# ---- alu_lane_sequencer ----
alu_lane_sequencer/m2.png
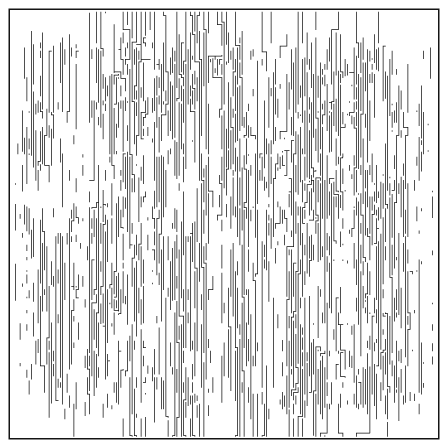

[config.mk]
export PLATFORM = sky130hd
export DESIGN_NAME = alu_lane_sequencer
export DESIGN_NICKNAME = d
export VERILOG_FILES = /design/src/rtl/alu_lane_sequencer.sv
export SDC_FILE = /design/constraint.sdc
export NUM_CORES = 1
export LEC_CHECK = 0
export CORE_UTILIZATION = 67
export DETAILED_ROUTE_END_ITERATION = 10
export DONT_BUFFER_PORTS = 1
export GPL_ROUTABILITY_DRIVEN = 0
export GPL_TIMING_DRIVEN = 0
export PLACE_DENSITY_LB_ADDON = 0.08
export SLEW_MARGIN = 20
export SYNTH_ARGS = -nofsm -noshare
export SYNTH_HDL_FRONTEND = slang
export SYNTH_SLANG_ARGS = --single-unit
[constraint.sdc]
create_clock -name clk -period 4.4 [get_ports clk]
set_input_delay 0.66 -clock clk [delete_from_list [all_inputs] [get_ports clk]]
set_output_delay 0.66 -clock clk [all_outputs]
set_load 0.02 [all_outputs]
[src/rtl/alu_lane_sequencer.sv]
// Sequences one vector operation lane by lane through a single shared scalar ALU,
// collecting per-lane results and neg/zero flags into a result vector and masks.
module alu_lane_sequencer #(
    parameter int DATA_W = 8,
    parameter int LANES  = 4
) (
    input  logic                     clk,
    input  logic                     rst,
    input  logic                     start_valid,
    output logic                     start_ready,
    input  logic [2:0]               op_sel,
    input  logic [LANES*DATA_W-1:0]  vec_a,
    input  logic [LANES*DATA_W-1:0]  vec_b,
    input  logic                     scalar_b_en,
    output logic [2:0]               alu_op,
    output logic [DATA_W-1:0]        alu_a,
    output logic [DATA_W-1:0]        alu_b,
    input  logic [DATA_W-1:0]        alu_result,
    input  logic                     alu_neg,
    input  logic                     alu_zero,
    output logic                     res_valid,
    input  logic                     res_ready,
    output logic [LANES*DATA_W-1:0]  res_vec,
    output logic [LANES-1:0]         res_zero_mask,
    output logic [LANES-1:0]         res_neg_mask,
    output logic                     busy
);

    localparam int LW = (LANES > 1) ? $clog2(LANES) : 1;
    localparam logic [LW-1:0] LAST = LW'(LANES - 1);

    typedef enum logic [1:0] {IDLE, ISSUE, DONE} state_t;

    state_t                    state;
    logic [2:0]                op_q;
    logic [LANES*DATA_W-1:0]   a_q;
    logic [LANES*DATA_W-1:0]   b_q;
    logic [LW-1:0]             lane;

    always_ff @(posedge clk) begin
        if (rst) begin
            state         <= IDLE;
            op_q          <= '0;
            a_q           <= '0;
            b_q           <= '0;
            lane          <= '0;
            res_vec       <= '0;
            res_zero_mask <= '0;
            res_neg_mask  <= '0;
        end else begin
            case (state)
                IDLE: begin
                    if (start_valid) begin
                        op_q         <= op_sel;
                        a_q          <= vec_a;
                        b_q          <= scalar_b_en ? {LANES{vec_b[DATA_W-1:0]}} : vec_b;
                        lane         <= '0;
                        res_vec      <= '0;
                        res_neg_mask <= '0;
                        // NOP skips the ALU entirely and reports every lane as zero
                        if (op_sel == 3'b000) begin
                            res_zero_mask <= '1;
                            state         <= DONE;
                        end else begin
                            res_zero_mask <= '0;
                            state         <= ISSUE;
                        end
                    end
                end
                ISSUE: begin
                    res_vec[lane*DATA_W +: DATA_W] <= alu_result;
                    res_zero_mask[lane]            <= alu_zero;
                    res_neg_mask[lane]             <= alu_neg;
                    if (lane == LAST) begin
                        state <= DONE;
                    end else begin
                        lane <= lane + 1'b1;
                    end
                end
                DONE: begin
                    if (res_ready) begin
                        state <= IDLE;
                    end
                end
                default: state <= IDLE;
            endcase
        end
    end

    always_comb begin
        alu_op = '0;
        alu_a  = '0;
        alu_b  = '0;
        if (!rst && state == ISSUE) begin
            alu_op = op_q;
            alu_a  = a_q[lane*DATA_W +: DATA_W];
            alu_b  = b_q[lane*DATA_W +: DATA_W];
        end
    end

    assign start_ready = !rst && (state == IDLE);
    assign res_valid   = !rst && (state == DONE);
    assign busy        = !rst && (state != IDLE);

endmodule
# ---- fetch_sequencer_flat ----
<file path="src/rtl/fetch_sequencer_pkg.sv">
// Shared types and helpers for the fetch sequencer.
// Holds the fetch FSM state type, the PC step and the branch offset helper.
package mips_fetch_pkg;

  typedef enum logic {
    RUN    = 1'b0,
    HALTED = 1'b1
  } fetch_state_t;

  localparam int PC_STEP = 4;

  // Word offset to byte offset: sign-extend the 16-bit immediate and scale by 4.
  function automatic logic signed [31:0] branch_offset(input logic signed [15:0] imm);
    return {{14{imm[15]}}, imm, 2'b00};
  endfunction

endpackage

</file>
<file path="src/rtl/fetch_sequencer_if.sv">
// Fetch sequencer bus: redirect/stall/halt controls in, fetch address and status out.
// master = the sequencer, slave = the surrounding pipeline / instruction memory.
interface fetch_sequencer_if #(
  parameter int PC_W = 6
);
  logic                stall;
  logic                halt;
  logic                branch_taken;
  logic signed [15:0]  branch_imm;
  logic                jump;
  logic [25:0]         jump_index;
  logic                jr;
  logic [31:0]         jr_target;
  logic [PC_W-1:0]     pc;
  logic [PC_W-1:0]     pc_plus4;
  logic                halted;
  logic                align_err;
  logic [15:0]         retired;

  modport master (
    input  stall, halt, branch_taken, branch_imm, jump, jump_index, jr, jr_target,
    output pc, pc_plus4, halted, align_err, retired
  );

  modport slave (
    output stall, halt, branch_taken, branch_imm, jump, jump_index, jr, jr_target,
    input  pc, pc_plus4, halted, align_err, retired
  );
endinterface

</file>
<file path="src/rtl/fetch_sequencer_retire_counter.sv">
// 16-bit saturating event counter with increment enable and async active-low reset.
module fetch_retire_counter (
  input  logic        clk,
  input  logic        rst,
  input  logic        inc,
  output logic [15:0] count
);

  // Count enabled events, sticking at all-ones instead of wrapping.
  always_ff @(posedge clk or negedge rst) begin
    if (!rst) begin
      count <= '0;
    end else if (inc && (count != 16'hFFFF)) begin
      count <= count + 16'd1;
    end
  end

endmodule

</file>
<file path="src/rtl/fetch_sequencer.sv">
// Program-counter sequencer feeding the instruction memory.
// Advances pc by 4 or redirects on jr/jump/branch; freezes permanently on halt.
// Optional retired-instruction counter: define FETCH_PERF_CNT_EN to build it,
// otherwise retired reads as zero.
module fetch_sequencer #(
  parameter int              PC_W     = 6,
  parameter logic [PC_W-1:0] RESET_PC = '0
) (
  input  logic              clk,
  input  logic              rst,
  fetch_sequencer_if.master bus
);
  import mips_fetch_pkg::*;

  fetch_state_t    state_p1;
  logic [PC_W-1:0] pc_p1;
  logic            halted_p1;
  logic            align_err_p1;

  logic [PC_W-1:0] pc_plus4;
  logic [PC_W-1:0] br_tgt;
  logic [PC_W-1:0] jmp_tgt;
  logic [PC_W-1:0] jr_tgt;
  logic [PC_W-1:0] pc_nxt;
  logic            go_halt;
  logic            misalign;
  logic            unused_bits;

  assign pc_plus4 = pc_p1 + PC_W'(PC_STEP);
  assign br_tgt   = pc_plus4 + PC_W'(branch_offset(bus.branch_imm));
  assign jmp_tgt  = {bus.jump_index[PC_W-3:0], 2'b00};
  assign jr_tgt   = {bus.jr_target[PC_W-1:2], 2'b00};

  // Address bits above the fetch window are dropped by the modulo-2^PC_W wrap.
  assign unused_bits = ^{bus.jr_target[31:PC_W], bus.jump_index[25:PC_W-2]};

  // Next-PC selection: halt beats jr beats jump beats branch beats sequential.
  always_comb begin
    pc_nxt   = pc_p1;
    go_halt  = 1'b0;
    misalign = 1'b0;
    if ((state_p1 == RUN) && !bus.stall) begin
      if (bus.halt) begin
        go_halt = 1'b1;
      end else if (bus.jr) begin
        pc_nxt   = jr_tgt;
        misalign = |bus.jr_target[1:0];
      end else if (bus.jump) begin
        pc_nxt = jmp_tgt;
      end else if (bus.branch_taken) begin
        pc_nxt = br_tgt;
      end else begin
        pc_nxt = pc_plus4;
      end
    end
  end

  // Fetch FSM: RUN until halt is seen unstalled, then HALTED until reset.
  always_ff @(posedge clk or negedge rst) begin
    if (!rst) begin
      state_p1     <= RUN;
      pc_p1        <= RESET_PC;
      halted_p1    <= 1'b0;
      align_err_p1 <= 1'b0;
    end else begin
      pc_p1 <= pc_nxt;
      if (misalign) begin
        align_err_p1 <= 1'b1;
      end
      case (state_p1)
        RUN: begin
          if (go_halt) begin
            state_p1  <= HALTED;
            halted_p1 <= 1'b1;
          end
        end
        HALTED: begin
          state_p1  <= HALTED;
          halted_p1 <= 1'b1;
        end
        default: begin
          state_p1  <= HALTED;
          halted_p1 <= 1'b1;
        end
      endcase
    end
  end

  assign bus.pc        = pc_p1;
  assign bus.pc_plus4  = pc_plus4;
  assign bus.halted    = halted_p1;
  assign bus.align_err = align_err_p1;

`ifdef FETCH_PERF_CNT_EN
  logic adv;

  // Every unstalled, non-halting cycle in RUN retires one instruction.
  assign adv = (state_p1 == RUN) && !bus.stall && !bus.halt;

  fetch_retire_counter u_retire (
    .clk   (clk),
    .rst   (rst),
    .inc   (adv),
    .count (bus.retired)
  );
`else
  assign bus.retired = 16'h0000;
`endif

endmodule

</file>
<file path="src/flat_wrapper.sv">
// flat-port wrapper written by rule: the top's interface ports become plain ports
module fetch_sequencer_flat import mips_fetch_pkg::*;
#(
  parameter int              PC_W     = 6,
  parameter logic [PC_W-1:0] RESET_PC = '0
)
  (clk, rst, bus_stall, bus_halt, bus_branch_taken, bus_branch_imm, bus_jump, bus_jump_index, bus_jr, bus_jr_target, bus_pc, bus_pc_plus4, bus_halted, bus_align_err, bus_retired);
  fetch_sequencer_if #(.PC_W(PC_W)) bus_i ();
  input  logic clk;
  input  logic rst;
  input wire logic [$bits(bus_i.stall)-1:0] bus_stall;
  input wire logic [$bits(bus_i.halt)-1:0] bus_halt;
  input wire logic [$bits(bus_i.branch_taken)-1:0] bus_branch_taken;
  input wire logic [$bits(bus_i.branch_imm)-1:0] bus_branch_imm;
  input wire logic [$bits(bus_i.jump)-1:0] bus_jump;
  input wire logic [$bits(bus_i.jump_index)-1:0] bus_jump_index;
  input wire logic [$bits(bus_i.jr)-1:0] bus_jr;
  input wire logic [$bits(bus_i.jr_target)-1:0] bus_jr_target;
  output wire logic [$bits(bus_i.pc)-1:0] bus_pc;
  output wire logic [$bits(bus_i.pc_plus4)-1:0] bus_pc_plus4;
  output wire logic [$bits(bus_i.halted)-1:0] bus_halted;
  output wire logic [$bits(bus_i.align_err)-1:0] bus_align_err;
  output wire logic [$bits(bus_i.retired)-1:0] bus_retired;
  assign bus_i.stall = bus_stall;
  assign bus_i.halt = bus_halt;
  assign bus_i.branch_taken = bus_branch_taken;
  assign bus_i.branch_imm = bus_branch_imm;
  assign bus_i.jump = bus_jump;
  assign bus_i.jump_index = bus_jump_index;
  assign bus_i.jr = bus_jr;
  assign bus_i.jr_target = bus_jr_target;
  assign bus_pc = bus_i.pc;
  assign bus_pc_plus4 = bus_i.pc_plus4;
  assign bus_halted = bus_i.halted;
  assign bus_align_err = bus_i.align_err;
  assign bus_retired = bus_i.retired;
  fetch_sequencer #(.PC_W(PC_W), .RESET_PC(RESET_PC)) u_core (.clk(clk), .rst(rst), .bus(bus_i));
endmodule
</file>
<file path="config.mk">
export PLATFORM = sky130hd
export DESIGN_NAME = fetch_sequencer_flat
export DESIGN_NICKNAME = d
export VERILOG_FILES = /design/src/rtl/fetch_sequencer_pkg.sv /design/src/rtl/fetch_sequencer_if.sv /design/src/rtl/fetch_sequencer_retire_counter.sv /design/src/rtl/fetch_sequencer.sv /design/src/flat_wrapper.sv
export SDC_FILE = /design/constraint.sdc
export NUM_CORES = 1
export LEC_CHECK = 0
export ABC_AREA = 0
export CELL_PAD_IN_SITES_DETAIL_PLACEMENT = 2
export CELL_PAD_IN_SITES_GLOBAL_PLACEMENT = 2
export CORE_MARGIN = 4
export CORE_UTILIZATION = 10
export DETAILED_ROUTE_END_ITERATION = 16
export PLACE_DENSITY = 0.85
export SLEW_MARGIN = 20
export SYNTH_ARGS = -nofsm -noshare
export SYNTH_HDL_FRONTEND = slang
export SYNTH_SLANG_ARGS = --single-unit
</file>
<file path="constraint.sdc">
create_clock -name clk -period 6.7 [get_ports clk]
set_clock_uncertainty 0.2 [all_clocks]
set_input_delay 0.67 -clock clk [delete_from_list [all_inputs] [get_ports clk]]
set_output_delay 0.67 -clock clk [all_outputs]
set_load 0.1 [all_outputs]
</file>
alu_lane_sequencer/gates.png
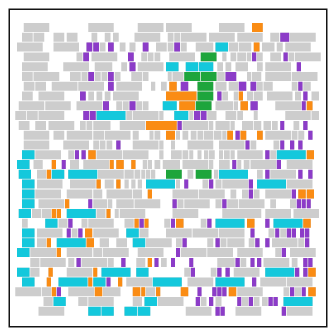
- green: fa/ha/maj cells (cells 8)
- cyan: mux cells (cells 46; where spread over the die)
- orange: nor cells (cells 53)
- purple: nand cells (cells 114; where spread over the die)
Comb/total area: 47.6%
Finished Layout Cells: 650
most frequent logic cell in the layout: dfxtp_1

Notes on alu_lane_sequencer/m2.png above:
- nets with wire on the layer: 538
- wire length on this layer: 6520 um
vias: 4204
GR Util met2: 58.1%
total wire length: 13100 um

==> Slide: Implementation Results, alu_lane_sequencer <==
Synthesis and Place & Route Summary

Run status
  – Status: completed

Drt
  – Met3 WL: between 1000 and 1500 um
  – Initial drt markers: about 260
  – DRT Pass-1 Iters: 6

Yosys
  – Ys flops: 111
  – Cell Type Count: 38
  – YS chip area: around 0.0049 mm^2

Power
  – Power Density: around 400 mW/mm^2
  – Switch Pwr: 628 uW
  – Peak supply drop: about 210 uV
  – Part of the power in registers: between 50% and 60%
  – Combinational share of power: between 15 and 20%

Worst setup path
  – Slowest cell on crit path: clkbuf_1

GRT
  – Top Usage Layer GRT: met2
  – Largest net degree at the start of global routing: 21

Floorplan
  – DIE HEIGHT: roughly 88 um
  – Num rows: 30

Clock network
  – H-tree levels: 3

Final timing
  – Fmax achieved: ~320 MHz
alu_lane_sequencer: metrics by stage:
step	worst slack (ns)	hold slack (ns)	utilization (%)
final	1.28	0.387	75.9
after CTS	1.26	0.394	75.9
after detailed placement	1.37	0.443	72.8
after floorplan	2.03	0.432	-
after global routing	1.10	0.384	75.9
after global placement	1.50	0.438	72.8
alu_lane_sequencer: cells by family after synthesis:
logic type | count (synthesis)
simple gates | 178
buf+inv | 50
fa+ha+maj | 8
compound gates | 145
mux | 46
flops | 111
alu_lane_sequencer: path summary, 6_finish.rpt:
kind / to / slack, ns / cells past startpoint / startpoint
setup / recovery: alu_b[1] / 1.28 / 4 / lane[1]
hold reg to reg: op_q[2] / 0.46 / 2 / op_q[2]
setup reg to reg: res_vec[5] / 1.35 / 8 / lane[1]
hold / removal: a_q[12] / 0.39 / 2 / vec_a[12]
alu_lane_sequencer: cell type report:
type	instances	share of cell area (%)
buffer	44	3.44
clock inverter	7	1.66
multi-input combinational	377	47.6
tap	96	2.28
clock buffer	9	2.35
inverter	6	0.428
sequential	111	42.2
fetch_sequencer_flat/gates.png
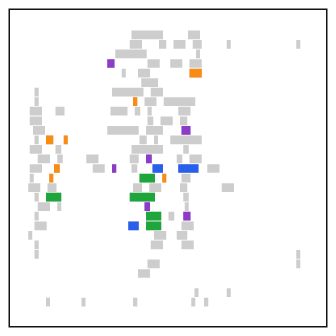
- green: fa/ha/maj cells (cells 5; where center)
- orange: nor cells (cells 7; where west)
- blue: xor and xnor cells (cells 3)
- purple: nand cells (cells 6; where center)
Finished Layout Cells: 186
Comb/total area: 38.2%
most frequent logic cell in the layout: clkdlybuf4s50_1

==> Slide: Implementation Results, fetch_sequencer_flat <==
Synthesis and Place & Route Summary

Run status
  – Status: completed

Placement
  – Placer Congestion: ~0.66
  – # port buffers: 30

Cells and area
  – FF+latch area: about 180 um^2
  – Layout cells sized above 1: approximately 5.5%
  – MI comb area: 393 um^2

Clock network
  – Clock buffer depth: 2
  – CTS tree: yes

Power
  – Clock share of power: roughly 15%
  – Switch Pwr: about 240 uW

Floorplan
  – DIE HEIGHT: between 90 and 100 um
  – Num rows: 29
  – Tap cells: 77

Drt
  – Post-route ant nets: 0
  – Met2 wire length: about 1100 um
  – Vias: ~600
  – Met3 WL: between 100 and 150 um

Final timing
  – Final worst-path cycle share: between 40% and 50%
  – Fin crit period: 3.24 ns

Yosys
  – Post-synth area hogs: dfrtp_1 (26%), buf_4 (23%), ha_1 (7.4%)
  – Post-synth EDFFs: 0
  – Post-synthesis async set-or-reset flop share: 100%
  – Register area share after synthesis: 26.0%
  – Dominant cell by count in the synthesized netlist: buf_4
  – Dominant synthesized flop cell: dfrtp_1

GRT
  – Grt total ovfl: 0

Worst setup path
  – Worst EP arrival: 2.37 ns
  – Slowest stage delay, CP: 1.20 ns
  – CP cell instances: ha_1 -> xor2_1 -> clkdlybuf4s50_1
==> fetch_sequencer_flat: state kept, by name (all words and copies together) (netlist names) <==
signal / cells
u_core.bus.align_err: 1
u_core.bus.halted: 1
u_core.bus.pc: 4
u_core.state_p1: 1
==> fetch_sequencer_flat: placed cells by master, fill, tap and decap left out, types with 2 or more instances in the layout <==
master | synthesis | final
clkdlybuf4s50_1 | 0 | 30
conb_1 | 1 | 20
dfrtp_1 | 7 | 7
a21oi_1 | 6 | 6
inv_1 | 4 | 4
nor2_1 | 4 | 4
ha_1 | 4 | 4
a211oi_1 | 3 | 3
clkbuf_8 | 0 | 3
nand3_1 | 2 | 2
o21ai_0 | 2 | 2
mux2i_1 | 2 | 2
==> fetch_sequencer_flat: logic make-up (layout without fill, tap and decap cells) <==
| kind of cell | count (synthesis) | after routing | synth area share (%) |
|---|---|---|---|
| xor gates and xnor gates | 3 | 3 | 5.02 |
| adders and majority gates | 5 | 5 | 10.4 |
| and+or+nand+nor | 15 | 15 | 12.3 |
| DFF | 7 | 7 | 26.0 |
| muxes | 2 | 2 | 2.97 |
| other | 1 | 20 | 0.557 |
| buffers and inverters | 26 | 39 | 26.2 |
| AOI/OAI and AO/OA | 18 | 18 | 16.5 |

## Gallery

Drive-strength map.
picture 1
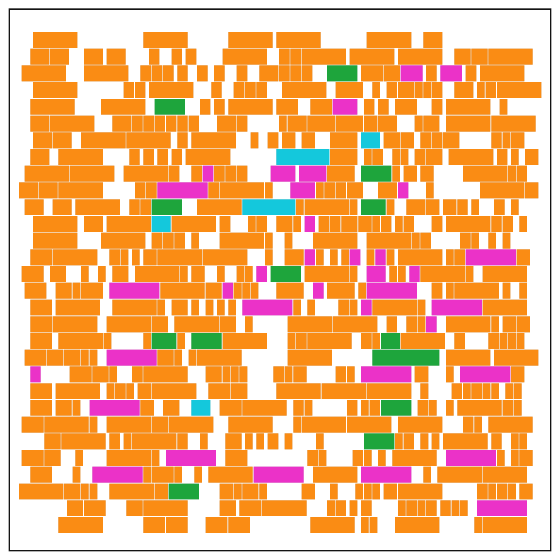
picture 2
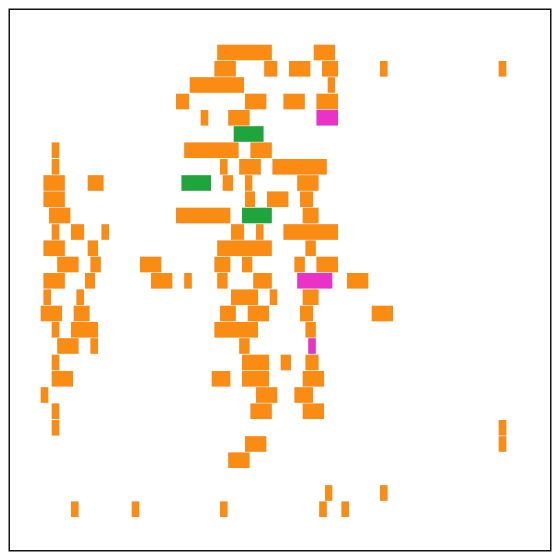
- fetch_sequencer_flat = picture 2
- alu_lane_sequencer = picture 1
The one with the most cells is picture 1.

Key to picture 1:
- cyan: x3 and x4 (cells 5; share 0.90%; most used clkinv_4)
- orange: x1 and smaller (cells 500; share 90%; most used dfxtp_1)
- magenta: x2 (cells 36; share 6.5%; most used mux4_2)
- green: x6 and larger (cells 13; share 2.3%; most used clkbuf_8)



## Gallery

Clock routing.
Plate I
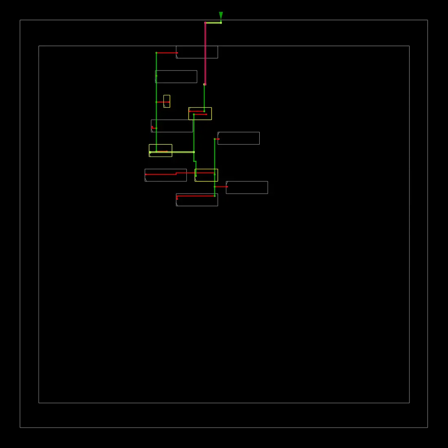
Plate II
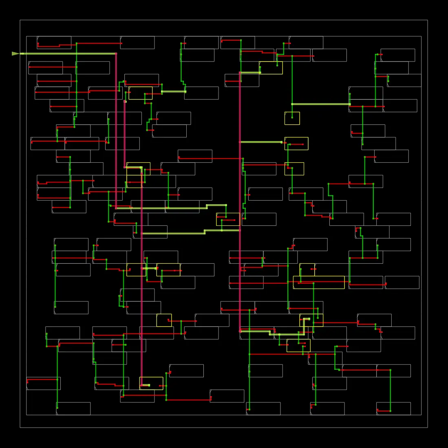
| from | picture |
|---|---|
| fetch_sequencer_flat | Plate I |
| alu_lane_sequencer | Plate II |

Power figures rest on the tool's default switching activity, not on a simulated workload.
